######## block 1 ########
[src/rtl/param_comm_controller.sv]
// Host-link controller: parses N_CH x DATA_BYTES write frames and read requests from a UART byte link.
// Define COMM_CHECKSUM_EN to add an XOR frame checksum in both directions.
module param_comm_controller #(
    parameter int N_CH           = 2,
    parameter int DATA_BYTES     = 2,
    parameter int TIMEOUT_CYCLES = 120000,
    localparam int W             = 8 * DATA_BYTES
) (
    input  logic              clk,
    input  logic              rst_n,
    input  logic [7:0]        rx_byte,
    input  logic              rx_ready,
    input  logic              tx_busy,
    input  logic [N_CH*W-1:0] weights,
    input  logic [W-1:0]      result,
    output logic [7:0]        tx_byte,
    output logic              tx_send,
    output logic              rx_clear,
    output logic [N_CH*W-1:0] weights_new,
    output logic [N_CH*W-1:0] inputs_new,
    output logic              weight_write,
    output logic              input_write,
    output logic [7:0]        err_count,
    output logic [3:0]        ctrl_state
);
    localparam int P = N_CH * DATA_BYTES;
`ifdef COMM_CHECKSUM_EN
    localparam int CS = 1;
`else
    localparam int CS = 0;
`endif
    localparam int RX_TOTAL = P + CS;
    localparam int TX_TOTAL = 1 + P + DATA_BYTES + CS;
    localparam int RCW = $clog2(RX_TOTAL + 1);
    localparam int TCW = $clog2(TX_TOTAL + 1);
    localparam int TOW = $clog2(TIMEOUT_CYCLES + 1);

    localparam logic [7:0] OP_READ = 8'd5,   OP_WR_W = 8'd50, OP_WR_I = 8'd51;
    localparam logic [7:0] OP_RSP  = 8'd100, OP_OK   = 8'd101, OP_ERR = 8'd102;

    typedef enum logic [3:0] {
        IDLE, RX_WAIT, RX_REG, RX_CHECK, TX_RESP, TX_LOAD, TX_SEND, TX_GAP
    } state_t;

    state_t                state, state_nx;
    logic [7:0]            opcode, rx_xor, tx_xor;
    logic [RCW-1:0]        rx_cnt, rx_idx;
    logic [TOW-1:0]        to_cnt;
    logic [TCW-1:0]        tx_cnt;
    logic [N_CH*W-1:0]     shadow;
    logic [TX_TOTAL*8-1:0] tx_snap;
    logic                  csum_bad, resp_ok, take, rx_seen, cs_last;

    // Byte position of payload byte i: channels in order, each value MSB first.
    function automatic int slot(input int i);
        return (i / DATA_BYTES) * DATA_BYTES + (DATA_BYTES - 1 - i % DATA_BYTES);
    endfunction

    // rx_clear is registered, so rx_ready is still high in the clear cycle; mask it.
    assign rx_seen    = rx_ready & ~rx_clear;
    assign rx_idx     = RCW'(RX_TOTAL) - rx_cnt;
    assign ctrl_state = state;
`ifdef COMM_CHECKSUM_EN
    assign cs_last = (tx_cnt == TCW'(1));
`else
    assign cs_last = 1'b0;
`endif

    always_comb begin
        state_nx     = state;
        take         = 1'b0;
        tx_send      = 1'b0;
        tx_byte      = 8'd0;
        weight_write = 1'b0;
        input_write  = 1'b0;
        case (state)
            IDLE: if (rx_seen) begin
                take = 1'b1;
                if (rx_byte == OP_WR_W || rx_byte == OP_WR_I) state_nx = RX_WAIT;
                else if (rx_byte == OP_READ)                  state_nx = TX_LOAD;
            end
            RX_WAIT: begin
                if (rx_seen) begin
                    take     = 1'b1;
                    state_nx = RX_REG;
                end else if (to_cnt == TOW'(TIMEOUT_CYCLES)) begin
                    state_nx = TX_RESP;
                end
            end
            RX_REG:   state_nx = (rx_cnt == RCW'(1)) ? RX_CHECK : RX_WAIT;
            RX_CHECK: state_nx = TX_RESP;
            TX_RESP: if (!tx_busy) begin
                tx_send      = 1'b1;
                tx_byte      = resp_ok ? OP_OK : OP_ERR;
                weight_write = resp_ok && (opcode == OP_WR_W);
                input_write  = resp_ok && (opcode == OP_WR_I);
                state_nx     = IDLE;
            end
            TX_LOAD: state_nx = TX_SEND;
            TX_SEND: if (!tx_busy) begin
                tx_send  = 1'b1;
                tx_byte  = cs_last ? tx_xor : tx_snap[TX_TOTAL*8-1 -: 8];
                state_nx = TX_GAP;
            end
            TX_GAP:  state_nx = (tx_cnt != '0) ? TX_SEND : IDLE;
            default: state_nx = IDLE;
        endcase
    end

    always_ff @(posedge clk or negedge rst_n) begin
        if (!rst_n) begin
            state       <= IDLE;
            rx_clear    <= 1'b0;
            opcode      <= '0;
            rx_cnt      <= '0;
            to_cnt      <= '0;
            rx_xor      <= '0;
            csum_bad    <= 1'b0;
            resp_ok     <= 1'b0;
            shadow      <= '0;
            tx_cnt      <= '0;
            tx_snap     <= '0;
            tx_xor      <= '0;
            weights_new <= '0;
            inputs_new  <= '0;
            err_count   <= '0;
        end else begin
            state    <= state_nx;
            rx_clear <= take;
            case (state)
                IDLE: if (rx_seen && (rx_byte == OP_WR_W || rx_byte == OP_WR_I)) begin
                    opcode   <= rx_byte;
                    rx_cnt   <= RCW'(RX_TOTAL);
                    to_cnt   <= '0;
                    rx_xor   <= rx_byte;
                    csum_bad <= 1'b0;
                    resp_ok  <= 1'b1;
                end
                RX_WAIT: if (!rx_seen) begin
                    if (to_cnt == TOW'(TIMEOUT_CYCLES)) resp_ok <= 1'b0;
                    else                                to_cnt  <= to_cnt + 1'b1;
                end
                RX_REG: begin
                    to_cnt <= '0;
                    rx_cnt <= rx_cnt - 1'b1;
                    rx_xor <= rx_xor ^ rx_byte;
                    for (int i = 0; i < P; i++)
                        if (rx_idx == RCW'(i)) shadow[slot(i)*8 +: 8] <= rx_byte;
                    if (rx_idx == RCW'(P)) csum_bad <= (rx_byte != rx_xor);
                end
                RX_CHECK: begin
                    if (csum_bad)                resp_ok     <= 1'b0;
                    else if (opcode == OP_WR_W)  weights_new <= shadow;
                    else                         inputs_new  <= shadow;
                end
                TX_RESP: if (!tx_busy && !resp_ok && err_count != 8'hFF)
                    err_count <= err_count + 1'b1;
                TX_LOAD: begin
                    tx_snap <= '0;
                    tx_snap[TX_TOTAL*8-1 -: 8] <= OP_RSP;
                    for (int i = 0; i < P; i++)
                        tx_snap[(TX_TOTAL-2-i)*8 +: 8] <= weights[slot(i)*8 +: 8];
                    for (int b = 0; b < DATA_BYTES; b++)
                        tx_snap[(TX_TOTAL-2-P-b)*8 +: 8] <= result[(DATA_BYTES-1-b)*8 +: 8];
                    tx_cnt <= TCW'(TX_TOTAL);
                    tx_xor <= '0;
                end
                TX_SEND: if (!tx_busy) begin
                    tx_snap <= tx_snap << 8;
                    tx_cnt  <= tx_cnt - 1'b1;
                    tx_xor  <= tx_xor ^ tx_byte;
                end
                default: ;
            endcase
        end
    end
endmodule

[config.mk]
export PLATFORM = sky130hd
export DESIGN_NAME = param_comm_controller
export DESIGN_NICKNAME = d
export VERILOG_FILES = /design/src/rtl/param_comm_controller.sv
export SDC_FILE = /design/constraint.sdc
export NUM_CORES = 1
export LEC_CHECK = 0
export ABC_CLOCK_PERIOD_IN_PS = 3500
export CORE_ASPECT_RATIO = 1.2
export CORE_MARGIN = 5
export CORE_UTILIZATION = 50
export DETAILED_ROUTE_END_ITERATION = 10
export GPL_ROUTABILITY_DRIVEN = 0
export GPL_TIMING_DRIVEN = 0
export PLACE_DENSITY = 0.79
export SLEW_MARGIN = 10
export SYNTH_ARGS = -nofsm -noshare
export SYNTH_HDL_FRONTEND = slang
export SYNTH_SLANG_ARGS = --single-unit
[constraint.sdc]
create_clock -name clk -period 3.5 [get_ports clk]
set_input_delay 0.35 -clock clk [delete_from_list [all_inputs] [get_ports clk]]
set_output_delay 0.35 -clock clk [all_outputs]
set_load 0.05 [all_outputs]
######## block 2 ########
<file path="src/rtl/cpu_fwd_pkg.sv">
// Operand-bypass select encodings shared by the hazard controller and the EX operand muxes.
package cpu_fwd_pkg;

   typedef logic [1:0] fwd_sel_t;

   localparam fwd_sel_t FWD_RF    = 2'b00;
   localparam fwd_sel_t FWD_MEMWB = 2'b01;
   localparam fwd_sel_t FWD_EXMEM = 2'b10;

endpackage : cpu_fwd_pkg

</file>
<file path="src/rtl/fwd_src_match.sv">
// Per-source dependence check against the EX and MEM destinations: hazard flag and next bypass select.
module fwd_src_match
   import cpu_fwd_pkg::*;
#(
   parameter int unsigned AW         = 4,
   parameter bit          FWD_EX_MEM = 1'b0,
   parameter bit          ZERO_REG   = 1'b1
) (
   input  logic [AW-1:0] src_addr,
   input  logic          src_vld,
   input  logic          ex_wr_en,
   input  logic [AW-1:0] ex_wr_addr,
   input  logic          ex_is_load,
   input  logic          mem_wr_en,
   input  logic [AW-1:0] mem_wr_addr,
   output logic          haz_c,
   output fwd_sel_t      next_sel_c
);

   logic src_live;
   logic hit_ex;
   logic hit_mem;

   // A hardwired zero register never carries a real dependence.
   assign src_live = src_vld & ~(ZERO_REG & (src_addr == '0));
   assign hit_ex   = src_live & ex_wr_en  & (ex_wr_addr  == src_addr);
   assign hit_mem  = src_live & mem_wr_en & (mem_wr_addr == src_addr);

   assign haz_c = hit_ex & (ex_is_load | ~FWD_EX_MEM);

   // Youngest producer wins: an EX hit masks any older MEM hit.
   always_comb begin
      next_sel_c = FWD_RF;
      if (hit_ex & FWD_EX_MEM & ~ex_is_load) begin
         next_sel_c = FWD_EXMEM;
      end else if (hit_mem & ~hit_ex) begin
         next_sel_c = FWD_MEMWB;
      end
   end

endmodule : fwd_src_match

</file>
<file path="src/rtl/hazard_forward_ctrl.sv">
// Forwarding and load-use hazard controller: registered bypass selects, EX bubble,
// combinational ID stall and a saturating stall counter.
module hazard_forward_ctrl
   import cpu_fwd_pkg::*;
#(
   parameter int unsigned AW         = 4,
   parameter int unsigned NUM_SRC    = 2,
   parameter bit          FWD_EX_MEM = 1'b0,
   parameter bit          ZERO_REG   = 1'b1,
   parameter int unsigned CNT_W      = 16
) (
   input  logic                   clk,
   input  logic                   rst_n,
   input  logic [NUM_SRC*AW-1:0]  id_src_addr,
   input  logic [NUM_SRC-1:0]     id_src_vld,
   input  logic                   ex_wr_en,
   input  logic [AW-1:0]          ex_wr_addr,
   input  logic                   ex_is_load,
   input  logic                   mem_wr_en,
   input  logic [AW-1:0]          mem_wr_addr,
   input  logic                   mem_stall,
   input  logic                   flush,
   output logic [NUM_SRC*2-1:0]   fwd_sel,
   output logic                   stall_id,
   output logic                   ex_bubble,
   output logic [CNT_W-1:0]       stall_cnt
);

   localparam int unsigned SEL_W = NUM_SRC * 2;

   logic [NUM_SRC-1:0] haz_c;
   logic [SEL_W-1:0]   next_sel_c;
   logic               lu_haz_c;

   for (genvar g = 0; g < NUM_SRC; g++) begin : g_src
      fwd_sel_t sel_c;

      fwd_src_match #(
         .AW         (AW),
         .FWD_EX_MEM (FWD_EX_MEM),
         .ZERO_REG   (ZERO_REG)
      ) u_match (
         .src_addr    (id_src_addr[g*AW +: AW]),
         .src_vld     (id_src_vld[g]),
         .ex_wr_en    (ex_wr_en),
         .ex_wr_addr  (ex_wr_addr),
         .ex_is_load  (ex_is_load),
         .mem_wr_en   (mem_wr_en),
         .mem_wr_addr (mem_wr_addr),
         .haz_c       (haz_c[g]),
         .next_sel_c  (sel_c)
      );

      assign next_sel_c[g*2 +: 2] = sel_c;
   end

   assign lu_haz_c = |haz_c;
   // A squashed ID instruction cannot cause a stall.
   assign stall_id = lu_haz_c & ~flush;

   // Cache-miss freeze outranks flush, which outranks the load-use bubble.
   always_ff @(posedge clk or negedge rst_n) begin
      if (!rst_n) begin
         fwd_sel   <= '0;
         ex_bubble <= 1'b0;
         stall_cnt <= '0;
      end else begin
         if (!mem_stall) begin
            if (flush || stall_id) begin
               fwd_sel   <= '0;
               ex_bubble <= 1'b1;
            end else begin
               fwd_sel   <= next_sel_c;
               ex_bubble <= 1'b0;
            end
         end
         if ((stall_id || mem_stall) && (stall_cnt != '1)) begin
            stall_cnt <= stall_cnt + CNT_W'(1);
         end
      end
   end

endmodule : hazard_forward_ctrl

</file>
<file path="config.mk">
export PLATFORM = sky130hd
export DESIGN_NAME = hazard_forward_ctrl
export DESIGN_NICKNAME = d
export VERILOG_FILES = /design/src/rtl/cpu_fwd_pkg.sv /design/src/rtl/fwd_src_match.sv /design/src/rtl/hazard_forward_ctrl.sv
export SDC_FILE = /design/constraint.sdc
export NUM_CORES = 1
export LEC_CHECK = 0
export ABC_AREA = 1
export CORE_MARGIN = 5
export CORE_UTILIZATION = 40
export CTS_CLUSTER_DIAMETER = 50
export CTS_CLUSTER_SIZE = 30
export DETAILED_ROUTE_END_ITERATION = 16
export PLACE_DENSITY = 0.66
export SETUP_SLACK_MARGIN = 0.3
export SLEW_MARGIN = 20
export SYNTH_ARGS = -nofsm -noshare
export SYNTH_HDL_FRONTEND = slang
export SYNTH_HIERARCHICAL = 1
export SYNTH_SLANG_ARGS = --single-unit
</file>
<file path="constraint.sdc">
create_clock -name clk -period 2.7 [get_ports clk]
set_input_delay 0.675 -clock clk [delete_from_list [all_inputs] [get_ports clk]]
set_output_delay 0.675 -clock clk [all_outputs]
set_load 0.005 [all_outputs]
</file>
**Block 2: where the registers sit**

Other sequential cells in the stronger gray, the rest of the logic in the fainter gray.
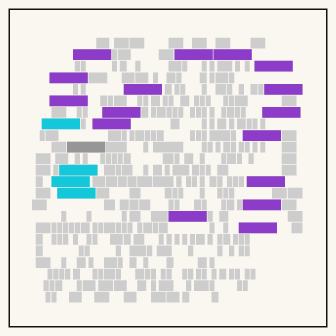
Cyan shows fwd_sel, placed flops 4, where middle left. Purple shows stall_cnt, placed flops 16.
Another 1 sequential cells are not colored.
sequential power: 0.433 mW
final core occ: 0.5680
sequential cell area: 525.5 um2

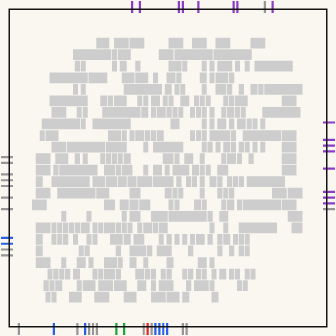
**Above:** block 2 (pin map).
Pins as bars across the die edge, other pins in gray.
Red shows flush, pins 1, direction input, edge bottom. Blue shows id_src_addr, pins 8, direction input, edge 6 bottom, 2 left. Purple shows stall_cnt, pins 16, direction output, edge 8 top, 8 right. Green shows id_src_vld, pins 2, direction input, edge bottom.
All pins by edge: 18 bottom, 11 left, 9 top, 9 right.

==> impl_metrics.env, block 2 <==
# flow metrics
export IMPL_status="finished clean"
export IMPL_rows=23
export IMPL_ff2ff_path_depth=9
export IMPL_critical_path_max_stage_delay_ns=0.26
export IMPL_syn_area_um2=1662
export IMPL_edf_count=0
export IMPL_crit_buf_inv=2
export IMPL_met3_usage=0.03243
export IMPL_warnings=27
export IMPL_setup_worst_path_end="stall_id"
export IMPL_yosysWarnings=6
export IMPL_holdCritStartpoint="fwd_sel[3]"
export IMPL_postLayoutCellArea_um2=2272
export IMPL_overflow=0
export IMPL_cts_tree="yes"
export IMPL_holdBufCountCts=0
export IMPL_largest_register="stall_cnt"
export IMPL_via_per_inst=4.521
export IMPL_critPathCaptureType="output pin"
export IMPL_peakVddDrop_v=0.0002555
export IMPL_intPower_mw=0.6530
export IMPL_worstPathArrival_ns=1.65
export IMPL_r2r_end="stall_cnt[3]"
export IMPL_crit_start="id_src_addr[3]"
export IMPL_synthAdderAreaFrac=0.007530
export IMPL_grt_pass1_wl_mm=6.844
export IMPL_grt_start_max_net_pins=22
export IMPL_path_cells="dlygate4sd2_1 > nand2_1 > nand2_1 > nor2_2 > nand2_2 > nor2_4 > nor2_2 > nor2_2 > buf_2"
export IMPL_met1_usage=0.2243
export IMPL_coreArea_um2=4000
export IMPL_antenna_found_initial=0
export IMPL_ys_seq_share=0.3163
export IMPL_ys_area_um2=1662
export IMPL_timing_reg2reg_setup_slack_ns=1.04
export IMPL_clk_path_buf_depth=2
export IMPL_die_x_um=74.45
export IMPL_die_h_um=74.45
export IMPL_ys_top_logic_family="simple AND/OR/NAND/NOR gates"
export IMPL_cp_required_ns=2.03
export IMPL_hold_ws_ns=0.5147
export IMPL_flop_cell="dfrtp_1"
export IMPL_met2_usage=0.2439
export IMPL_hold_end="fwd_sel[3]"
export IMPL_path_class="in -> out"
export IMPL_wl_per_cell_um=10.60
export IMPL_top_area_frac=0.3163
export IMPL_pwr_share_clk=0.208
export IMPL_period_used=0.8627
export IMPL_avgSynthCellArea_um2=6.131
export IMPL_cpMaxStageDelayCell="dlygate4sd2_1"
export IMPL_firstDrtPassIters=4
export IMPL_clk_pin_slew_ns=0.07
export IMPL_clock_fmax_ghz=0.4293
export IMPL_path_depth=9
export IMPL_wl_met1_mm=2.046
export IMPL_layout_drive_gt1_share=0.1667
export IMPL_setup_violations=0
export IMPL_nets=357
export IMPL_yosys_area_top_type="dfrtp_1"
block 2: stage by stage:
stage / utilization / setup TNS, ns / std cells
after floorplan: - / 0 / 271
after global placement: 0.5571 / -0.3925 / 372
after detailed placement: 0.5571 / -0.3857 / 372
after CTS: 0.5755 / 0 / 380
after global routing: 0.5680 / 0 / 380
final: 0.5680 / 0 / 380
block 2: layout make-up:
class | instances | area (um2)
inverter | 45 | 168.9
clock buffer | 4 | 45.04
timing repair buffer | 58 | 514.2
multi-input combinational | 202 | 955.9
sequential | 21 | 525.5
tap | 50 | 62.56
fill | 405 | 1728
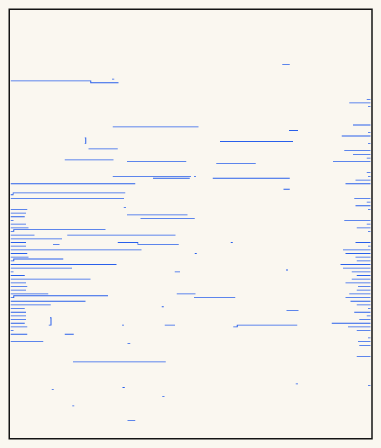
**Above:** block 1 (signal wires on met3).
The longest straight run is 48.1 um. The layer holds 6.2% of the routed length. The wires run mostly horizontal.

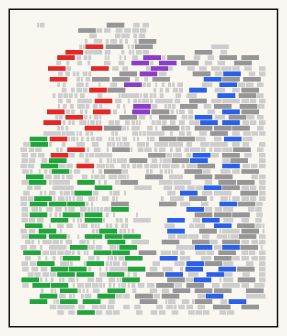
**Above:** block 1 (where the registers sit).
Other sequential cells in the stronger gray, the rest of the logic in the fainter gray.
Red shows to_cnt, placed flops 17. Green shows tx_snap, placed flops 56. Purple shows opcode, placed flops 8, where top center. Blue shows shadow, placed flops 32.
Another 92 sequential cells are not colored.

==> impl_metrics.env, block 1 <==
# flow metrics
export IMPL_finalPower_mw=9.165
export IMPL_status="finished clean"
export IMPL_fp_util=0.5077
export IMPL_min_delay_path_depth=2
export IMPL_yosys_area_top_type="dfrtp_1"
export IMPL_place_inst=1105
export IMPL_ys_seq_share=0.5581
export IMPL_combPwrFrac=0.354
export IMPL_worstMarginPinSlew_ns=0.7225
export IMPL_p_seq_frac=0.406
export IMPL_grt_use_total=0.1981
export IMPL_area_growth_pct=25.96
export IMPL_grt_start_max_net_pins=111
export IMPL_antenna_found_initial=0
export IMPL_r2r_end="to_cnt[9]"
export IMPL_grt_pass1_vias=6758
export IMPL_yosysWarnings=0
export IMPL_clk_pin_slew_ns=0.06
export IMPL_setup_violations=0
export IMPL_dp_hpwl_mm=14.92
export IMPL_htree_levels=1
export IMPL_period_minus_slack_ns=3.300
export IMPL_fin_util=0.6394
export IMPL_switching_share=0.3643
export IMPL_p_per_area_nw_per_um2=791.6
export IMPL_largest_register="tx_snap"
export IMPL_ys_area_um2=9193
export IMPL_top_power_group="registers"
export IMPL_stdcell_count=1144
export IMPL_finalHoldViolCount=0
export IMPL_intPower_mw=5.826
export IMPL_hold_ws_ns=0.2798
export IMPL_seq_cell_count=205
export IMPL_largest_reg_flops=56
export IMPL_seq_power_mw=3.72
export IMPL_synthDistinctLibCells=59
export IMPL_die_x_um=133.8
export IMPL_comb_area_um2=3785
export IMPL_skew_ns=0.01012
export IMPL_logic_gates=476
export IMPL_ys_sh_mux=0.1778
export IMPL_placed_area_um2=10890
[block 1: routing by layer]
metal	routed length [um]	part of all wire	track usage	up-vias
met2	10780	0.52	0.3655	146
li1	-	-	-	2991
met1	8298	0.40	0.2341	3140
met5	0	0	0	-
met3	1290	0.062	0.04267	39
met4	464	0.022	0.05537	0
[block 1: worst max-delay path: stages, from the launching register on]
cell and delay, ns:
dfrtp_1 0.38, buf_2 0.19, inv_1 0.22, nand3b_1 0.25, inv_1 0.23, nand3_1 0.11
nor4_1 0.22, clkdlybuf4s50_1 0.87

######## block 3 ########
**Block 3: pin map**

Pins as bars across the die edge, other pins in gray.
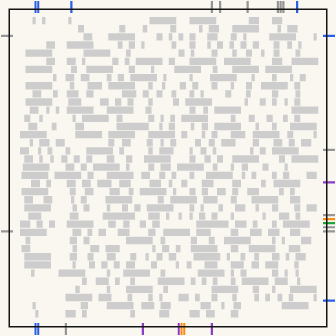

<file path="config.mk">
export PLATFORM = sky130hd
export DESIGN_NAME = prewish5k_multiblinky
export DESIGN_NICKNAME = d
export VERILOG_FILES = /design/src/rtl/prewish5k_multiblinky.sv
export SDC_FILE = /design/constraint.sdc
export NUM_CORES = 1
export LEC_CHECK = 0
export CELL_PAD_IN_SITES_DETAIL_PLACEMENT = 2
export CELL_PAD_IN_SITES_GLOBAL_PLACEMENT = 2
export CORE_MARGIN = 2
export CORE_UTILIZATION = 40
export CTS_CLUSTER_DIAMETER = 200
export DETAILED_ROUTE_END_ITERATION = 6
export PLACE_DENSITY_LB_ADDON = 0.2
export SYNTH_ARGS = -nofsm -noshare
export SYNTH_HDL_FRONTEND = slang
export SYNTH_SLANG_ARGS = --single-unit
</file>
<file path="constraint.sdc">
create_clock -name CLK_I -period 6.03 [get_ports CLK_I]
set_input_delay 0.9045 -clock CLK_I [delete_from_list [all_inputs] [get_ports CLK_I]]
set_output_delay 0.9045 -clock CLK_I [all_outputs]
set_load 0.005 [all_outputs]
</file>
<file path="src/rtl/prewish5k_multiblinky.sv">
// -----------------------------------------------------------------------------
// prewish5k_multiblinky
//
// Multi-channel LED pattern blinker with a small Wishbone-style slave port.
// Each of NCH channels holds a MASK_BITS-wide pattern that is shifted out
// MSB-first, one bit per divider tick, onto its o_led bit. A channel runs in
// REPEAT mode (pattern rotates forever) or ONESHOT mode (pattern shifts out
// once with zero fill, then the LED stays dark).
//
// Optional build macro:
//   MULTIBLINKY_READBACK_EN  - when defined, reads return the channel's
//                              working pattern (MASK) or {DONE, ONESHOT}
//                              (CTRL). When undefined, DAT_O is tied to 0
//                              and no read mux exists; reads are still ACKed.
//
// Parameters:
//   NCH             - number of blink channels (1..16)
//   MASK_BITS       - pattern length and data bus width (2..32)
//   SYSCLK_DIV_BITS - width of the shared free-running divider
//
// Ports:
//   CLK_I    in   clock, all logic on the rising edge
//   RST_I    in   asynchronous active-high reset
//   STB_I    in   bus strobe (slave selected)
//   WE_I     in   1 = write, 0 = read
//   ADR_I    in   [0] 0 = MASK, 1 = CTRL; upper bits = channel index
//   DAT_I    in   write data
//   DAT_O    out  registered read data
//   ACK_O    out  registered one-cycle acknowledge
//   o_alive  out  divider MSB, slow "alive" square wave
//   o_led    out  registered LED drive, bit n = channel n, active high
//
// Handshake: an access is performed in the cycle where STB_I=1 and ACK_O=0.
// ACK_O is registered as STB_I & ~ACK_O, so it rises the cycle after the
// access and drops one cycle later. A strobe held high therefore produces
// one access every two cycles (ACK alternates high/low). Read data is
// registered on the same edge that raises ACK_O and is valid while ACK_O=1;
// it then holds until the next read.
// -----------------------------------------------------------------------------
module prewish5k_multiblinky #(
  parameter int NCH             = 4,
  parameter int MASK_BITS       = 8,
  parameter int SYSCLK_DIV_BITS = 22
) (
  input  logic                   CLK_I,
  input  logic                   RST_I,
  input  logic                   STB_I,
  input  logic                   WE_I,
  input  logic [$clog2(NCH):0]   ADR_I,
  input  logic [MASK_BITS-1:0]   DAT_I,
  output logic [MASK_BITS-1:0]   DAT_O,
  output logic                   ACK_O,
  output logic                   o_alive,
  output logic [NCH-1:0]         o_led
);

  localparam int AW    = $clog2(NCH) + 1;
  localparam int CNT_W = $clog2(MASK_BITS + 1);

  // Channel-count constant one bit wider than the channel index so the
  // range compare below cannot overflow.
  localparam logic [AW:0]      NCH_L     = (AW + 1)'(NCH);
  localparam logic [CNT_W-1:0] CNT_RELOAD = CNT_W'(MASK_BITS);

  // ---------------------------------------------------------------------------
  // Shared divider. Free-running, never touched by the bus.
  // ---------------------------------------------------------------------------
  logic [SYSCLK_DIV_BITS-1:0] div_q;
  logic                       tick;

  always_ff @(posedge CLK_I or posedge RST_I) begin
    if (RST_I) begin
      div_q <= '0;
    end else begin
      div_q <= div_q + 1'b1;
    end
  end

  assign tick    = &div_q;
  assign o_alive = div_q[SYSCLK_DIV_BITS-1];

  // ---------------------------------------------------------------------------
  // Bus decode
  // ---------------------------------------------------------------------------
  logic          access;
  logic [AW-1:0] chan_idx;
  logic          chan_ok;
  logic          is_ctrl;
  logic [NCH-1:0] mask_wr;
  logic [NCH-1:0] ctrl_wr;

  assign access   = STB_I & ~ACK_O;
  // Shifting the whole vector avoids an empty slice when NCH=1.
  assign chan_idx = ADR_I >> 1;
  assign chan_ok  = ({1'b0, chan_idx} < NCH_L);
  assign is_ctrl  = ADR_I[0];

  always_comb begin
    mask_wr = '0;
    ctrl_wr = '0;
    for (int n = 0; n < NCH; n++) begin
      if (access && WE_I && chan_ok && (chan_idx == AW'(n))) begin
        mask_wr[n] = ~is_ctrl;
        ctrl_wr[n] = is_ctrl;
      end
    end
  end

  always_ff @(posedge CLK_I or posedge RST_I) begin
    if (RST_I) begin
      ACK_O <= 1'b0;
    end else begin
      ACK_O <= STB_I & ~ACK_O;
    end
  end

  // ---------------------------------------------------------------------------
  // Channel state
  // ---------------------------------------------------------------------------
  logic [MASK_BITS-1:0] pattern [NCH];
  logic [CNT_W-1:0]     cnt     [NCH];
  logic [NCH-1:0]       oneshot;

  always_ff @(posedge CLK_I or posedge RST_I) begin
    if (RST_I) begin
      for (int n = 0; n < NCH; n++) begin
        pattern[n] <= '0;
        cnt[n]     <= '0;
      end
      oneshot <= '0;
      o_led   <= '0;
    end else begin
      for (int n = 0; n < NCH; n++) begin
        // A MASK write restarts the channel and wins over a coincident tick.
        if (mask_wr[n]) begin
          pattern[n] <= DAT_I;
          cnt[n]     <= CNT_RELOAD;
          o_led[n]   <= 1'b0;
        end else if (tick) begin
          if (!oneshot[n]) begin
            // REPEAT: rotate left, MSB wraps into bit 0.
            o_led[n]   <= pattern[n][MASK_BITS-1];
            pattern[n] <= {pattern[n][MASK_BITS-2:0], pattern[n][MASK_BITS-1]};
          end else if (cnt[n] != '0) begin
            // ONESHOT with bits left: shift left with zero fill.
            o_led[n]   <= pattern[n][MASK_BITS-1];
            pattern[n] <= {pattern[n][MASK_BITS-2:0], 1'b0};
            cnt[n]     <= cnt[n] - 1'b1;
          end else begin
            // ONESHOT finished: LED dark, state frozen.
            o_led[n] <= 1'b0;
          end
        end
        // The tick above used the old mode; the new mode applies from the
        // next tick. Pattern and counter are left alone (no restart), so
        // switching back to REPEAT rotates the partially zero-filled pattern.
        if (ctrl_wr[n]) begin
          oneshot[n] <= DAT_I[0];
        end
      end
    end
  end

  // ---------------------------------------------------------------------------
  // Read path
  // ---------------------------------------------------------------------------
`ifdef MULTIBLINKY_READBACK_EN
  logic [NCH-1:0]       done;
  logic [MASK_BITS-1:0] rd_data;

  always_comb begin
    for (int n = 0; n < NCH; n++) begin
      done[n] = oneshot[n] & (cnt[n] == '0);
    end
  end

  // Out-of-range channels read as zero.
  always_comb begin
    rd_data = '0;
    if (chan_ok) begin
      if (is_ctrl) begin
        rd_data[1:0] = {done[chan_idx], oneshot[chan_idx]};
      end else begin
        rd_data = pattern[chan_idx];
      end
    end
  end

  always_ff @(posedge CLK_I or posedge RST_I) begin
    if (RST_I) begin
      DAT_O <= '0;
    end else if (access && !WE_I) begin
      DAT_O <= rd_data;
    end
  end
`else
  assign DAT_O = '0;
`endif

endmodule

</file>
######## block 4 ########
===== src/rtl/serial_add_ctrl.sv =====
// Bit-serial adder controller: drives one external 1-bit full adder LSB-first over WIDTH cycles.
// Optional subtract mode is enabled by defining SERIAL_ADD_SUB_EN (adds the `sub` port).
`timescale 1ns/1ps

module serial_add_ctrl #(
    parameter int WIDTH = 8
) (
    input  logic             clk,
    input  logic             rst_n,
    input  logic             start,
    input  logic [WIDTH-1:0] a,
    input  logic [WIDTH-1:0] b,
    input  logic             cin,
`ifdef SERIAL_ADD_SUB_EN
    input  logic             sub,
`endif
    output logic             busy,
    output logic             done,
    output logic [WIDTH-1:0] sum,
    output logic             cout,
    output logic             fa_a,
    output logic             fa_b,
    output logic             fa_ci,
    input  logic             fa_sum,
    input  logic             fa_co,
    output logic [1:0]       dbg_state_o
);

    localparam int CW = (WIDTH > 1) ? $clog2(WIDTH) : 1;
    localparam logic [CW-1:0] CNT_LAST = CW'(WIDTH - 1);

    typedef enum logic [1:0] {
        ST_IDLE = 2'd0,
        ST_RUN  = 2'd1,
        ST_DONE = 2'd2
    } state_e;

    state_e           state_q;
    logic [WIDTH-1:0] a_sr_q;
    logic [WIDTH-1:0] b_sr_q;
    logic [WIDTH-1:0] acc_sr_q;
    logic             carry_q;
    logic [CW-1:0]    cnt_q;
    logic             busy_q;
    logic             done_q;
    logic [WIDTH-1:0] sum_q;
    logic             cout_q;

    logic [WIDTH-1:0] b_load_d;
    logic             carry_load_d;
    logic [WIDTH-1:0] acc_next_d;

    // Operand B and the initial carry as loaded on an accepted start.
    always_comb begin
        b_load_d     = b;
        carry_load_d = cin;
`ifdef SERIAL_ADD_SUB_EN
        if (sub) begin
            b_load_d     = ~b;
            carry_load_d = 1'b1;
        end
`endif
    end

    assign acc_next_d = {fa_sum, acc_sr_q[WIDTH-1:1]};

    // Handshake: start is accepted on a rising edge only in IDLE or DONE, with
    // a/b/cin sampled on that same edge; start in RUN is dropped. done is a
    // single-cycle registered pulse, and sum/cout stay valid from it until the
    // next completion.
    always_ff @(posedge clk or negedge rst_n) begin
        if (!rst_n) begin
            state_q  <= ST_IDLE;
            a_sr_q   <= '0;
            b_sr_q   <= '0;
            acc_sr_q <= '0;
            carry_q  <= 1'b0;
            cnt_q    <= '0;
            busy_q   <= 1'b0;
            done_q   <= 1'b0;
            sum_q    <= '0;
            cout_q   <= 1'b0;
        end else begin
            done_q <= 1'b0;
            case (state_q)
                ST_IDLE, ST_DONE: begin
                    if (start) begin
                        state_q <= ST_RUN;
                        busy_q  <= 1'b1;
                        a_sr_q  <= a;
                        b_sr_q  <= b_load_d;
                        carry_q <= carry_load_d;
                        cnt_q   <= '0;
                    end else begin
                        state_q <= ST_IDLE;
                    end
                end
                ST_RUN: begin
                    acc_sr_q <= acc_next_d;
                    carry_q  <= fa_co;
                    a_sr_q   <= {1'b0, a_sr_q[WIDTH-1:1]};
                    b_sr_q   <= {1'b0, b_sr_q[WIDTH-1:1]};
                    cnt_q    <= cnt_q + 1'b1;
                    // The last bit is folded into the result on the same edge it is produced.
                    if (cnt_q == CNT_LAST) begin
                        state_q <= ST_DONE;
                        busy_q  <= 1'b0;
                        done_q  <= 1'b1;
                        sum_q   <= acc_next_d;
                        cout_q  <= fa_co;
                    end
                end
                default: begin
                    state_q <= ST_IDLE;
                    busy_q  <= 1'b0;
                end
            endcase
        end
    end

    // busy_q mirrors RUN, so the adder inputs read zero outside an operation.
    assign fa_a  = busy_q & a_sr_q[0];
    assign fa_b  = busy_q & b_sr_q[0];
    assign fa_ci = busy_q & carry_q;

    assign busy        = busy_q;
    assign done        = done_q;
    assign sum         = sum_q;
    assign cout        = cout_q;
    assign dbg_state_o = state_q;

endmodule


===== config.mk =====
export PLATFORM = sky130hd
export DESIGN_NAME = serial_add_ctrl
export DESIGN_NICKNAME = d
export VERILOG_FILES = /design/src/rtl/serial_add_ctrl.sv
export SDC_FILE = /design/constraint.sdc
export NUM_CORES = 1
export LEC_CHECK = 0
export ABC_AREA = 1
export CAP_MARGIN = 20
export CORE_ASPECT_RATIO = 0.8
export CORE_MARGIN = 5
export CORE_UTILIZATION = 46
export DETAILED_ROUTE_END_ITERATION = 16
export GPL_TIMING_DRIVEN = 0
export HOLD_SLACK_MARGIN = 0.03
export PLACE_DENSITY = 0.75
export REMOVE_ABC_BUFFERS = 1
export SYNTH_ARGS = -nofsm -noshare
export SYNTH_HDL_FRONTEND = slang
export SYNTH_SLANG_ARGS = --single-unit

===== constraint.sdc =====
create_clock -name clk -period 1.2 [get_ports clk]
set_input_delay 0.12 -clock clk [delete_from_list [all_inputs] [get_ports clk]]
set_output_delay 0.12 -clock clk [all_outputs]
set_load 0.02 [all_outputs]

######## block 5 ########
===== src/rtl/data_link_pkg.sv =====
// data_link_pkg: definitions shared by the serial link endpoints.
//   - line levels for idle, start and stop bits
//   - default bit period in clocks
//   - receiver FSM state encoding
//   - 2-of-3 majority helper used when DATA_RECV_MAJORITY_EN is defined
package data_link_pkg;

    localparam logic LINE_IDLE  = 1'b0;
    localparam logic LINE_START = 1'b1;
    localparam logic LINE_STOP  = 1'b0;

    localparam int DEFAULT_BIT_CYCLES = 50;

    typedef enum logic [1:0] {
        IDLE  = 2'd0,
        START = 2'd1,
        DATA  = 2'd2,
        STOP  = 2'd3
    } rx_state_e;

    function automatic logic maj3(input logic a, input logic b, input logic c);
        return (a & b) | (a & c) | (b & c);
    endfunction

endpackage


===== src/rtl/data_recv_rx_sync.sv =====
// rx_sync: brings the asynchronous serial line into the clk domain.
// Ports:
//   clk   in   system clock
//   rst_n in   synchronous active-low reset
//   rx    in   raw serial line
//   rx_s  out  line after a 2-flop synchronizer
//   rise  out  0->1 transition of rx_s (rx_s high, one-cycle-older copy low)
module rx_sync
    import data_link_pkg::*;
(
    input  logic clk,
    input  logic rst_n,
    input  logic rx,
    output logic rx_s,
    output logic rise
);

    logic meta_q;
    logic sync_q;
    logic dly_q;

    always_ff @(posedge clk) begin
        if (!rst_n) begin
            meta_q <= LINE_IDLE;
            sync_q <= LINE_IDLE;
            dly_q  <= LINE_IDLE;
        end else begin
            meta_q <= rx;
            sync_q <= meta_q;
            dly_q  <= sync_q;
        end
    end

    assign rx_s = sync_q;
    assign rise = sync_q & ~dly_q;

endmodule


===== src/rtl/data_recv.sv =====
// data_recv: serial frame receiver (idle 0, start 1, 8 data bits LSB first,
// stop 0, BIT_CYCLES clocks per bit). Each bit is sampled at its centre,
// timed from the centre of the start bit.
// Ports:
//   clk       in   system clock
//   rst_n     in   synchronous active-low reset
//   en        in   receiver enable, 0 forces IDLE and drops any partial frame
//   rx        in   serial line, asynchronous to clk
//   data      out  last correctly received byte
//   rx_done   out  one-cycle pulse, data updated this cycle
//   frame_err out  one-cycle pulse, stop bit sampled as 1
//   busy      out  high while a frame is in progress
// Build option: define DATA_RECV_MAJORITY_EN to take every sample as the
// 2-of-3 majority of centre-1/centre/centre+1, decided one clock later.
module data_recv
    import data_link_pkg::*;
#(
    parameter int BIT_CYCLES = DEFAULT_BIT_CYCLES
) (
    input  logic       clk,
    input  logic       rst_n,
    input  logic       en,
    input  logic       rx,
    output logic [7:0] data,
    output logic       rx_done,
    output logic       frame_err,
    output logic       busy
);

    localparam int HALF  = BIT_CYCLES / 2;
    localparam int CNT_W = $clog2(BIT_CYCLES);
    localparam logic [CNT_W-1:0] BIT_LAST = CNT_W'(BIT_CYCLES - 1);
`ifdef DATA_RECV_MAJORITY_EN
    // Decision lands one clock after the centre; later samples inherit the shift.
    localparam logic [CNT_W-1:0] START_LAST = CNT_W'(HALF);
`else
    localparam logic [CNT_W-1:0] START_LAST = CNT_W'(HALF - 1);
`endif

    logic rx_s;
    logic rise;
    logic sample_bit;
    logic start_ok;

    rx_state_e        state_q;
    logic [CNT_W-1:0] cnt_q;
    logic [2:0]       bit_idx_q;
    logic [7:0]       shreg_q;
    logic [7:0]       data_q;
    logic             rx_done_q;
    logic             frame_err_q;
    logic             busy_q;
    logic [1:0]       warm_q;

    rx_sync u_rx_sync (
        .clk   (clk),
        .rst_n (rst_n),
        .rx    (rx),
        .rx_s  (rx_s),
        .rise  (rise)
    );

`ifdef DATA_RECV_MAJORITY_EN
    logic hist1_q;
    logic hist2_q;

    always_ff @(posedge clk) begin
        if (!rst_n) begin
            hist1_q <= LINE_IDLE;
            hist2_q <= LINE_IDLE;
        end else begin
            hist1_q <= rx_s;
            hist2_q <= hist1_q;
        end
    end

    assign sample_bit = maj3(rx_s, hist1_q, hist2_q);
`else
    assign sample_bit = rx_s;
`endif

    // The synchronizer restarts from 0 after reset, so a line that is already
    // high would look like a fresh 0->1 edge. Ignore edges until the delay
    // flop holds a real observation of the line.
    always_ff @(posedge clk) begin
        if (!rst_n) begin
            warm_q <= 2'd0;
        end else if (warm_q != 2'd3) begin
            warm_q <= warm_q + 2'd1;
        end
    end

    assign start_ok = rise & (warm_q == 2'd3);

    always_ff @(posedge clk) begin
        if (!rst_n) begin
            state_q     <= IDLE;
            cnt_q       <= '0;
            bit_idx_q   <= '0;
            shreg_q     <= '0;
            data_q      <= '0;
            rx_done_q   <= 1'b0;
            frame_err_q <= 1'b0;
            busy_q      <= 1'b0;
        end else begin
            rx_done_q   <= 1'b0;
            frame_err_q <= 1'b0;
            if (!en) begin
                state_q   <= IDLE;
                cnt_q     <= '0;
                bit_idx_q <= '0;
                shreg_q   <= '0;
                busy_q    <= 1'b0;
            end else begin
                case (state_q)
                    IDLE: begin
                        cnt_q     <= '0;
                        bit_idx_q <= '0;
                        if (start_ok) begin
                            state_q <= START;
                            busy_q  <= 1'b1;
                        end
                    end
                    START: begin
                        if (cnt_q == START_LAST) begin
                            cnt_q     <= '0;
                            bit_idx_q <= '0;
                            if (sample_bit == LINE_START) begin
                                state_q <= DATA;
                            end else begin
                                // Too short to be a start bit: drop silently.
                                state_q <= IDLE;
                                busy_q  <= 1'b0;
                            end
                        end else begin
                            cnt_q <= cnt_q + 1'b1;
                        end
                    end
                    DATA: begin
                        if (cnt_q == BIT_LAST) begin
                            cnt_q              <= '0;
                            shreg_q[bit_idx_q] <= sample_bit;
                            if (bit_idx_q == 3'd7) begin
                                state_q <= STOP;
                            end else begin
                                bit_idx_q <= bit_idx_q + 3'd1;
                            end
                        end else begin
                            cnt_q <= cnt_q + 1'b1;
                        end
                    end
                    STOP: begin
                        if (cnt_q == BIT_LAST) begin
                            cnt_q   <= '0;
                            state_q <= IDLE;
                            busy_q  <= 1'b0;
                            if (sample_bit == LINE_STOP) begin
                                data_q    <= shreg_q;
                                rx_done_q <= 1'b1;
                            end else begin
                                frame_err_q <= 1'b1;
                            end
                        end else begin
                            cnt_q <= cnt_q + 1'b1;
                        end
                    end
                    default: begin
                        state_q <= IDLE;
                        busy_q  <= 1'b0;
                    end
                endcase
            end
        end
    end

    assign data      = data_q;
    assign rx_done   = rx_done_q;
    assign frame_err = frame_err_q;
    assign busy      = busy_q;

endmodule

===== config.mk =====
export PLATFORM = sky130hd
export DESIGN_NAME = data_recv
export DESIGN_NICKNAME = d
export VERILOG_FILES = /design/src/rtl/data_link_pkg.sv /design/src/rtl/data_recv_rx_sync.sv /design/src/rtl/data_recv.sv
export SDC_FILE = /design/constraint.sdc
export NUM_CORES = 1
export LEC_CHECK = 0
export CAP_MARGIN = 20
export CORE_UTILIZATION = 38
export CTS_CLUSTER_DIAMETER = 100
export DETAILED_ROUTE_END_ITERATION = 10
export PLACE_DENSITY = 0.55
export SLEW_MARGIN = 10
export SYNTH_ARGS = -nofsm -noshare
export SYNTH_HDL_FRONTEND = slang
export SYNTH_SLANG_ARGS = --single-unit

===== constraint.sdc =====
create_clock -name clk -period 3.85 [get_ports clk]
set_input_delay 0.5775 -clock clk [delete_from_list [all_inputs] [get_ports clk]]
set_output_delay 0.5775 -clock clk [all_outputs]
set_load 0.01 [all_outputs]

######## block 6 ########
<file path="src/rtl/ex_pkg.sv">
// Shared EX-stage definitions: ALUop codes, MDU state type and helpers.
package ex_pkg;

  localparam logic [4:0] ALUOP_ADD   = 5'b01101;
  localparam logic [4:0] ALUOP_SUB   = 5'b01110;
  localparam logic [4:0] ALUOP_AND   = 5'b00111;
  localparam logic [4:0] ALUOP_OR    = 5'b00110;
  localparam logic [4:0] ALUOP_XOR   = 5'b00101;
  localparam logic [4:0] ALUOP_SLL   = 5'b01000;
  localparam logic [4:0] ALUOP_SRL   = 5'b01001;
  localparam logic [4:0] ALUOP_MUL   = 5'b11000;
  localparam logic [4:0] ALUOP_MULHU = 5'b11001;
  localparam logic [4:0] ALUOP_DIVU  = 5'b11010;
  localparam logic [4:0] ALUOP_REMU  = 5'b11011;

  localparam int MDU_ITERS = 32;

  typedef enum logic [1:0] {
    IDLE = 2'd0,
    BUSY = 2'd1,
    DONE = 2'd2
  } mdu_state_t;

  function automatic logic is_mdu(input logic [4:0] op);
    return op[4:2] == 3'b110;
  endfunction

  function automatic logic is_div(input logic [4:0] op);
    return op[4:1] == 4'b1101;
  endfunction

endpackage

</file>
<file path="src/rtl/ex_mdu_ctrl_if.sv">
// EX <-> MDU request/response bundle.
interface ex_mdu_ctrl_if;
  logic        start_i;
  logic [4:0]  ALUop_i;
  logic [31:0] Oprend1;
  logic [31:0] Oprend2;
  logic [4:0]  WriteDataNum_i;
  logic        flush_i;
  logic        stall_o;
  logic        done_o;
  logic [31:0] Result_o;
  logic [4:0]  WriteDataNum_o;
  logic        WriteReg_o;

  modport master (
    output start_i, ALUop_i, Oprend1, Oprend2,
    output WriteDataNum_i, flush_i,
    input  stall_o, done_o, Result_o,
    input  WriteDataNum_o, WriteReg_o
  );

  modport slave (
    input  start_i, ALUop_i, Oprend1, Oprend2,
    input  WriteDataNum_i, flush_i,
    output stall_o, done_o, Result_o,
    output WriteDataNum_o, WriteReg_o
  );
endinterface

</file>
<file path="src/rtl/ex_mdu_step.sv">
// One shift-add multiply / restoring divide iteration.
// Divide path present only with EX_MDU_DIV_EN.
module ex_mdu_step
  import ex_pkg::*;
(
  input  logic [63:0] acc,
  input  logic [31:0] opnd,
  input  logic        sbit,
  input  logic [4:0]  op,
  output logic [63:0] acc_nxt
);

  logic [32:0] psum;

  assign psum = {1'b0, acc[63:32]}
              + (sbit ? {1'b0, opnd} : 33'd0);

`ifdef EX_MDU_DIV_EN
  logic [32:0] rsh;
  logic [33:0] trial;

  // Extra sign bit keeps a zero divisor from looking negative.
  assign rsh   = {acc[63:32], sbit};
  assign trial = {1'b0, rsh} - {2'b00, opnd};

  always_comb begin
    acc_nxt = {psum, acc[31:1]};
    if (is_div(op)) begin
      if (!trial[33])
        acc_nxt = {trial[31:0], acc[30:0], 1'b1};
      else
        acc_nxt = {rsh[31:0], acc[30:0], 1'b0};
    end
  end
`else
  always_comb begin
    acc_nxt = {psum, acc[31:1]};
    if (is_div(op))
      acc_nxt = acc;
  end
`endif

endmodule

</file>
<file path="src/rtl/ex_mdu_ctrl.sv">
// Iterative MUL/MULHU/DIVU/REMU sequencer beside EX.
// EX_MDU_DIV_EN enables the divider; otherwise DIVU/REMU finish at once with 0.
module ex_mdu_ctrl
  import ex_pkg::*;
(
  input logic         clk,
  input logic         rst_n,
  ex_mdu_ctrl_if.slave bus
);

  mdu_state_t  state, nxt;
  logic [4:0]  cnt, op, rd_out;
  logic [63:0] acc, acc_nxt;
  logic [31:0] opnd, sreg, res, res_sel;
  logic        done, accept, sbit, req_div;

  assign req_div = is_div(bus.ALUop_i);
  assign accept  = (state == IDLE) && bus.start_i
                && is_mdu(bus.ALUop_i) && !bus.flush_i;

`ifdef EX_MDU_DIV_EN
  assign sbit = is_div(op) ? sreg[31] : sreg[0];
`else
  assign sbit = sreg[0];
`endif

  ex_mdu_step u_step (
    .acc     (acc),
    .opnd    (opnd),
    .sbit    (sbit),
    .op      (op),
    .acc_nxt (acc_nxt)
  );

  // Low half holds product/quotient, high half MULHU/remainder.
  always_comb begin
    res_sel = acc_nxt[31:0];
    if (op[0])
      res_sel = acc_nxt[63:32];
  end

  always_comb begin
    nxt = state;
    unique case (state)
      IDLE: begin
        if (accept) begin
          nxt = BUSY;
`ifndef EX_MDU_DIV_EN
          if (req_div)
            nxt = DONE;
`endif
        end
      end
      BUSY: begin
        if (cnt == 5'(MDU_ITERS - 1))
          nxt = DONE;
      end
      DONE:    nxt = IDLE;
      default: nxt = IDLE;
    endcase
    if (bus.flush_i)
      nxt = IDLE;
  end

  always_ff @(posedge clk) begin
    if (!rst_n) begin
      state  <= IDLE;
      cnt    <= '0;
      acc    <= '0;
      opnd   <= '0;
      sreg   <= '0;
      op     <= '0;
      rd_out <= '0;
      done   <= 1'b0;
      res    <= '0;
    end else begin
      state  <= nxt;
      done   <= 1'b0;
      res    <= '0;
      rd_out <= '0;
      if (nxt == DONE) begin
        done   <= 1'b1;
        res    <= (state == BUSY) ? res_sel : '0;
        rd_out <= (state == BUSY) ? op_rd() : bus.WriteDataNum_i;
      end
      if (accept) begin
        cnt <= '0;
        acc <= '0;
        op  <= bus.ALUop_i;
`ifdef EX_MDU_DIV_EN
        opnd <= req_div ? bus.Oprend2 : bus.Oprend1;
        sreg <= req_div ? bus.Oprend1 : bus.Oprend2;
`else
        opnd <= bus.Oprend1;
        sreg <= bus.Oprend2;
`endif
      end else if (state == BUSY) begin
        cnt <= cnt + 5'd1;
        acc <= acc_nxt;
`ifdef EX_MDU_DIV_EN
        sreg <= is_div(op) ? (sreg << 1) : (sreg >> 1);
`else
        sreg <= sreg >> 1;
`endif
      end
    end
  end

  logic [4:0] rd_lat;

  always_ff @(posedge clk) begin
    if (!rst_n)
      rd_lat <= '0;
    else if (accept)
      rd_lat <= bus.WriteDataNum_i;
  end

  function automatic logic [4:0] op_rd();
    return rd_lat;
  endfunction

  assign bus.stall_o        = accept || (state == BUSY);
  assign bus.done_o         = done;
  assign bus.WriteReg_o     = done;
  assign bus.Result_o       = res;
  assign bus.WriteDataNum_o = rd_out;

endmodule

</file>
<file path="src/flat_wrapper.sv">
// flat-port wrapper written by rule: the top's interface ports become plain ports
module ex_mdu_ctrl_flat import ex_pkg::*;
  (clk, rst_n, bus_start_i, bus_ALUop_i, bus_Oprend1, bus_Oprend2, bus_WriteDataNum_i, bus_flush_i, bus_stall_o, bus_done_o, bus_Result_o, bus_WriteDataNum_o, bus_WriteReg_o);
  ex_mdu_ctrl_if bus_i ();
  input logic clk;
  input logic rst_n;
  input wire logic [$bits(bus_i.start_i)-1:0] bus_start_i;
  input wire logic [$bits(bus_i.ALUop_i)-1:0] bus_ALUop_i;
  input wire logic [$bits(bus_i.Oprend1)-1:0] bus_Oprend1;
  input wire logic [$bits(bus_i.Oprend2)-1:0] bus_Oprend2;
  input wire logic [$bits(bus_i.WriteDataNum_i)-1:0] bus_WriteDataNum_i;
  input wire logic [$bits(bus_i.flush_i)-1:0] bus_flush_i;
  output wire logic [$bits(bus_i.stall_o)-1:0] bus_stall_o;
  output wire logic [$bits(bus_i.done_o)-1:0] bus_done_o;
  output wire logic [$bits(bus_i.Result_o)-1:0] bus_Result_o;
  output wire logic [$bits(bus_i.WriteDataNum_o)-1:0] bus_WriteDataNum_o;
  output wire logic [$bits(bus_i.WriteReg_o)-1:0] bus_WriteReg_o;
  assign bus_i.start_i = bus_start_i;
  assign bus_i.ALUop_i = bus_ALUop_i;
  assign bus_i.Oprend1 = bus_Oprend1;
  assign bus_i.Oprend2 = bus_Oprend2;
  assign bus_i.WriteDataNum_i = bus_WriteDataNum_i;
  assign bus_i.flush_i = bus_flush_i;
  assign bus_stall_o = bus_i.stall_o;
  assign bus_done_o = bus_i.done_o;
  assign bus_Result_o = bus_i.Result_o;
  assign bus_WriteDataNum_o = bus_i.WriteDataNum_o;
  assign bus_WriteReg_o = bus_i.WriteReg_o;
  ex_mdu_ctrl u_core (.clk(clk), .rst_n(rst_n), .bus(bus_i));
endmodule
</file>
<file path="config.mk">
export PLATFORM = sky130hd
export DESIGN_NAME = ex_mdu_ctrl_flat
export DESIGN_NICKNAME = d
export VERILOG_FILES = /design/src/rtl/ex_pkg.sv /design/src/rtl/ex_mdu_ctrl_if.sv /design/src/rtl/ex_mdu_step.sv /design/src/rtl/ex_mdu_ctrl.sv /design/src/flat_wrapper.sv
export SDC_FILE = /design/constraint.sdc
export NUM_CORES = 1
export LEC_CHECK = 0
export ABC_AREA = 1
export CORE_ASPECT_RATIO = 1.1
export CORE_MARGIN = 1.5
export CORE_UTILIZATION = 45
export CTS_CLUSTER_DIAMETER = 100
export DETAILED_ROUTE_END_ITERATION = 8
export PLACE_DENSITY = 0.66
export SLEW_MARGIN = 10
export SYNTH_ARGS = -nofsm -noshare
export SYNTH_HDL_FRONTEND = slang
export SYNTH_SLANG_ARGS = --single-unit
</file>
<file path="constraint.sdc">
create_clock -name clk -period 4.3 [get_ports clk]
set_input_delay 0.645 -clock clk [delete_from_list [all_inputs] [get_ports clk]]
set_output_delay 0.645 -clock clk [all_outputs]
set_load 0.1 [all_outputs]
</file>
**Block 6: signal wires on met3**

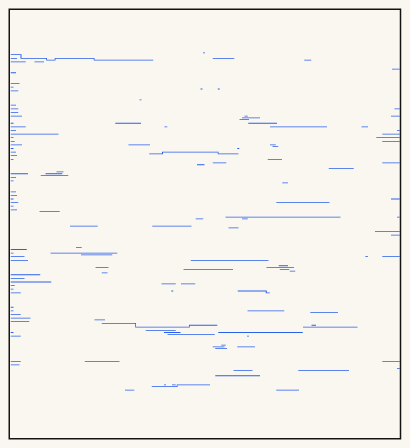
The longest straight run is 43.0 um. The wires run mostly horizontal. 117 nets have wire on it.

==> impl_metrics.env, block 6 <==
# flow metrics
export IMPL_pre_cts_slack_ns=0.6977
export IMPL_edf_count=0
export IMPL_synthDistinctLibCells=38
export IMPL_status="finished clean"
export IMPL_place_inst=2020
export IMPL_coreArea_um2=22250
export IMPL_yosys_area_top_type="dfxtp_1"
export IMPL_finalHoldViolCount=0
export IMPL_area_growth_pct=19.26
export IMPL_common_cells="nand2_1, inv_1, nor2_1"
export IMPL_dp_hpwl_mm=20.52
export IMPL_ys_seq_share=0.3571
export IMPL_top_area_frac=0.3571
export IMPL_clock_sinks=183
export IMPL_slew_headroom=0.2969
export IMPL_setup_violations=0
-- block 6: report_power, final --
group	internal (mW)	switching (mW)
clock network	0.827	0.898
logic	0.0857	0.0758
registers	1.71	0.00969
total	2.62	0.984
-- block 6: metal layers --
metal	part of all wire	vias up	GRT usage
li1	-	5304	-
met1	0.46	4595	0.3101
met2	0.49	203	0.4575
met3	0.032	25	0.03531
met4	0.018	0	0.07227
met5	0	-	0
-- block 6: final cells by class --
cell class	count	share of cell area
multi-input cells	1157	0.4356
repair buffers	128	0.1033
clock buffers	17	0.03477
inverters	257	0.07885
well taps	295	0.03017
flip-flops and latches	183	0.2996
clock inverters	15	0.01780
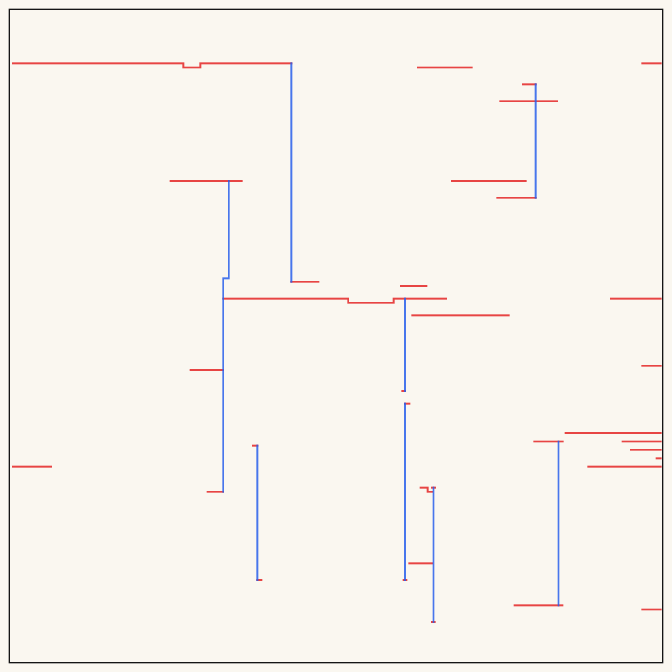
**Above:** block 3 (routed metal, one color a layer).
Two of the layers only.
Red shows M3, wire length 249 um. Blue shows M4, wire length 219 um.

About 'pin map' of block 3:
Blue shows DAT_O, pins 8, direction output, edge 4 top, 2 right, 2 bottom. Orange shows ADR_I, pins 3, direction input, edge 2 bottom, 1 right. Green shows ACK_O, pins 1, direction output, edge right. Purple shows o_led, pins 4, direction output, edge 3 bottom, 1 right.

==> impl_metrics.env, block 3 <==
# flow metrics
export IMPL_finalHoldViolCount=0
export IMPL_io_buffers=20
export IMPL_firstDrtPassIters=4
export IMPL_clock_fmax_ghz=0.3799
export IMPL_dr_first_iter_drc_count=158
export IMPL_clk_power_mw=0.489
export IMPL_synthAdderAreaFrac=0.02427
export IMPL_synth_area_top_cells="dfrtp_1, nand4_1, a31oi_1, o21ai_0, nor2_1"
export IMPL_critPathCaptureType="flop"
export IMPL_dp_hpwl_mm=8.022
export IMPL_ff2ff_path_depth=6
export IMPL_n_clock_buffer=9
export IMPL_comb_area_um2=1933
export IMPL_setup_violations=0
export IMPL_inv_count=16
export IMPL_fillers=1081
export IMPL_postLayoutCellArea_um2=4609
export IMPL_antenna_found_initial=0
export IMPL_common_cells="dfrtp_1, nand4_1, nor2_1"
export IMPL_status="finished clean"
export IMPL_seq_power_mw=0.670
export IMPL_pre_cts_slack_ns=3.091
export IMPL_top_power_group="registers"
export IMPL_holdBufCountCts=0
export IMPL_path_cells="clkdlybuf4s50_1 > nand4bb_1 > or3_1 > and2_0 > mux2i_1"
export IMPL_antenna_left=0
export IMPL_grt_setup_unrepaired="no"
export IMPL_xor_area_frac=0.04248
export IMPL_remaining_drc_errors=0
export IMPL_place_inst=568
export IMPL_p_per_area_nw_per_um2=296.0
export IMPL_taps=136
export IMPL_regArea_um2=1977
export IMPL_p_seq_frac=0.491
export IMPL_diodes=0
block 3: critical path, delay by kind of cell:
kind	cells	cell delay, ns
and+or+nand+nor	3	1.40
buffers and inverters	1	0.44
muxes	1	0.15
block 3: state kept, by name (all words and copies together), names as in the netlist:
name / flops
oneshot: 4
pattern: 32
div_q: 22
ACK_O: 1
cnt: 16
o_led: 4
block 3: per-layer routing:
metal,vias to the layer above,wire length (um),global-route usage,share of wire
met4,0,218,0.07801,0.018
met2,46,6257,0.4069,0.51
met1,1818,5445,0.3000,0.45
li1,1606,-,-,-
met5,-,0,0,0
met3,18,248,0.03154,0.020
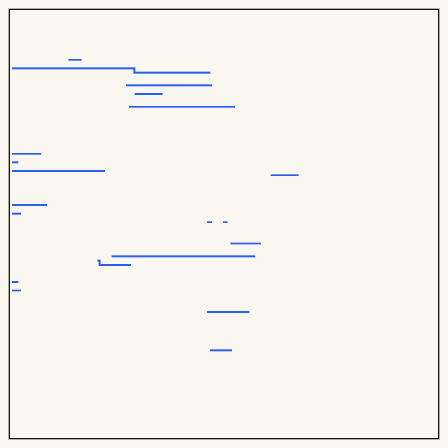
**Above:** block 5 (signal wires on met3).
17 nets have wire on it. The longest straight run is 22.5 um. The wires run mostly horizontal. The layer carries 143 um of wire.
drt total wl: 3.590 mm
via count: 1354
met3 GRT Util: 0.05333

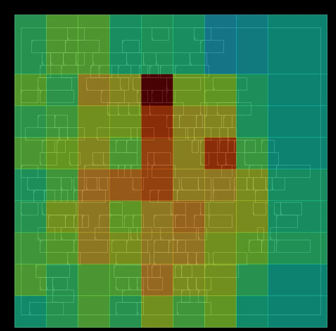
**Above:** block 5 (routing congestion map).
met2 usage: 0.2598
final core occ: 0.4596

==> impl_metrics.env, block 5 <==
# flow metrics
export IMPL_worstPathArrival_ns=2.27
export IMPL_overflow=0
export IMPL_maxCapViolations=0
export IMPL_postLayoutCellArea_um2=1878
export IMPL_wl_per_cell_um=14.96
export IMPL_ff2ff_path_depth=4
export IMPL_taps=50
export IMPL_status="finished clean"
export IMPL_ys_sh_mux=0.05426
export IMPL_die_area_um2=4638
export IMPL_clk_pin_slew_ns=0.07
export IMPL_holdCritStartpoint="u_rx_sync.meta_q"
export IMPL_ys_sh_aoi=0.1590
export IMPL_top_power_group="registers"
export IMPL_stdcell_count=240
export IMPL_synthAdderAreaFrac=0.04521
export IMPL_synthArstFlopShare=0
export IMPL_seq_power_mw=0.372
export IMPL_setup_worst_path_end="shreg_q[5]"
export IMPL_switching_share=0.2221
export IMPL_die_h_um=68.10
export IMPL_ys_sh_simple=0.2359
export IMPL_p_leak_nw=0.6426
export IMPL_slew_headroom=0.3105
export IMPL_period_used=0.5473
export IMPL_die_x_um=68.10
export IMPL_crit_fanout=8
export IMPL_timing_reg2reg_setup_slack_ns=1.74
export IMPL_inv_count=10
export IMPL_combPwrFrac=0.044
export IMPL_peakVddDrop_v=0.0001763
export IMPL_seq_cell_count=35
export IMPL_grt_start_max_net_pins=15
export IMPL_critPathCaptureType="flop"
export IMPL_setup_tns_ns=0
-- block 5: per-layer routing --
| layer | vias up | share of wire | GRT usage |
|---|---|---|---|
| met5 | - | 0 | 0 |
| met4 | 0 | 0.012 | 0.08073 |
| met3 | 4 | 0.040 | 0.05333 |
| met2 | 31 | 0.43 | 0.2598 |
| met1 | 636 | 0.51 | 0.2391 |
| li1 | 683 | - | - |
-- block 5: worst max-delay path: stages, from the launching register on --
cell and delay, ns:
dfxtp_1 0.40, ha_1 0.30, nor4bb_1 0.84, nand4_1 0.26, mux2i_1 0.18
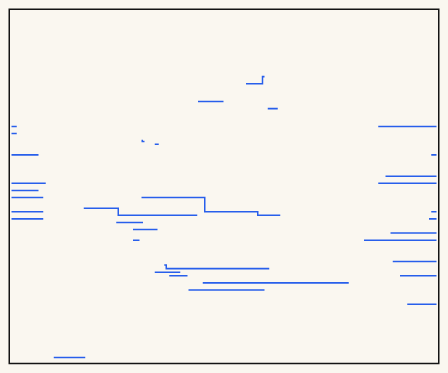
**Above:** block 4 (signal wires on met3).
The longest straight run is 27.6 um. The layer carries 260 um of wire. 29 nets have wire on it. The wires run mostly horizontal.
drt total wl: 4.740 mm
via count: 1683

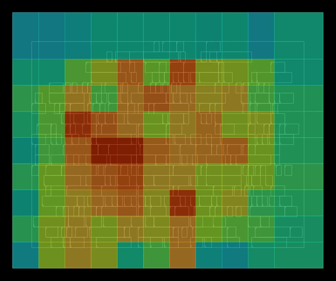
**Above:** block 4 (routing congestion map).
final core occ: 0.6939
met1 GRT Util: 0.2322
met3 GRT Util: 0.03333
Tot GR Track Use: 0.1715
met2 usage: 0.2712

==> impl_metrics.env, block 4 <==
# flow metrics
export IMPL_clk_pin_slew_ns=0.08
export IMPL_start_kind="flop"
export IMPL_via_per_inst=4.907
export IMPL_hold_ws_ns=-0.06269
export IMPL_status="finished with violations"
export IMPL_setup_violations=7
export IMPL_htree_levels=2
export IMPL_switching_share=0.4384
export IMPL_setup_ws_ns=-0.05812
export IMPL_skew_ns=0.002698
export IMPL_finalPower_mw=7.485
export IMPL_r2r_end="sum[5]"
export IMPL_finalHoldViolCount=40
export IMPL_grt_start_max_net_pins=41
export IMPL_p_leak_nw=1.465
export IMPL_io_buffers=37
export IMPL_ys_sh_mux=0
export IMPL_failed_checks="hold timing, setup timing"
export IMPL_critPathCaptureType="flop"
export IMPL_antenna_left=0
export IMPL_critical_path_max_stage_delay_ns=0.51
export IMPL_pre_cts_slack_ns=-0.6233
export IMPL_post_cts_setup_buffers=11
export IMPL_wl_met2_mm=2.358
export IMPL_synth_cells=229
export IMPL_ys_seq_share=0.5267
export IMPL_cts_root_buf="clkbuf_8"
export IMPL_setup_worst_path_end="sum[5]"
export IMPL_lay_top_cells="nand2_1, inv_1, dfrtp_1"
[block 4: worst max-delay path, delay by kind of cell, from the launching register on]
kind | cells | cell delay [ns]
flip-flops | 1 | 0.51
AND/OR/NAND/NOR | 3 | 0.35
buffers and inverters | 2 | 0.23
AND-OR/OR-AND | 1 | 0.06
[block 4: registers in the layout, summed over array words and instances, names as in the netlist]
| register | count |
|---|---|
| cnt_q | 3 |
| cout | 1 |
| busy | 1 |
| acc_sr_q | 7 |
| a_sr_q | 8 |
| done | 1 |
| carry_q | 1 |
| b_sr_q | 8 |
| dbg_state_o | 2 |
| sum | 8 |


==> layout pictures side by side <==
Pin map.
Pins as bars across the die edge, other pins in gray.
image #1
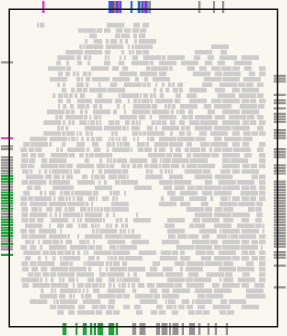
image #2
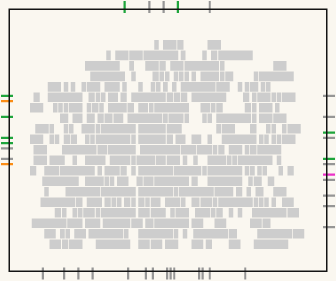
image #3
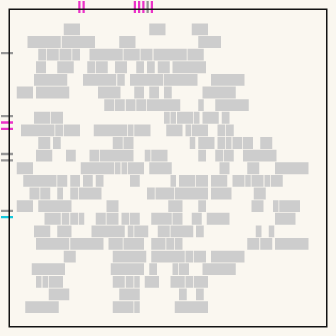
image #4
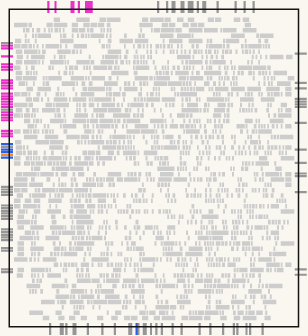
Of these, fewest pins: image #3
Of these, most pins: image #1
- block 4 = image #2
- block 1 = image #1
- block 6 = image #4
- block 5 = image #3


==> notes/layouts.md <==
Pictures saved along the way, in no particular order.

Where the registers sit.
Other sequential cells in the stronger gray, the rest of the logic in the fainter gray.
Plate I
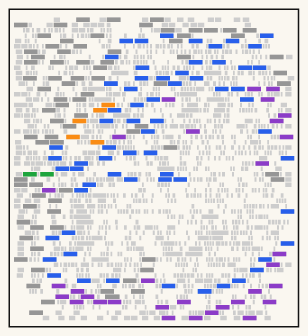
Plate II
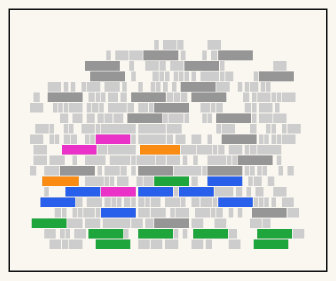
Plate III
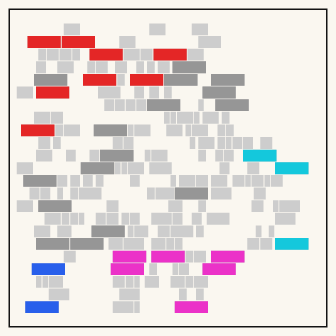
Plate IV
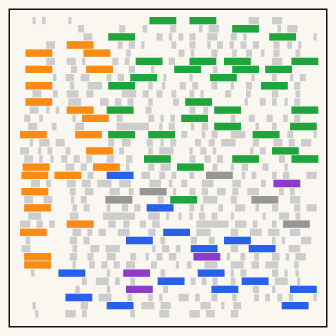
- most sequential cells: Plate I
- most cells: Plate I
Plate I -> block 6
Plate III -> block 5
Plate IV -> block 3
Plate II -> block 4

Power and IR drop assume default switching activity.
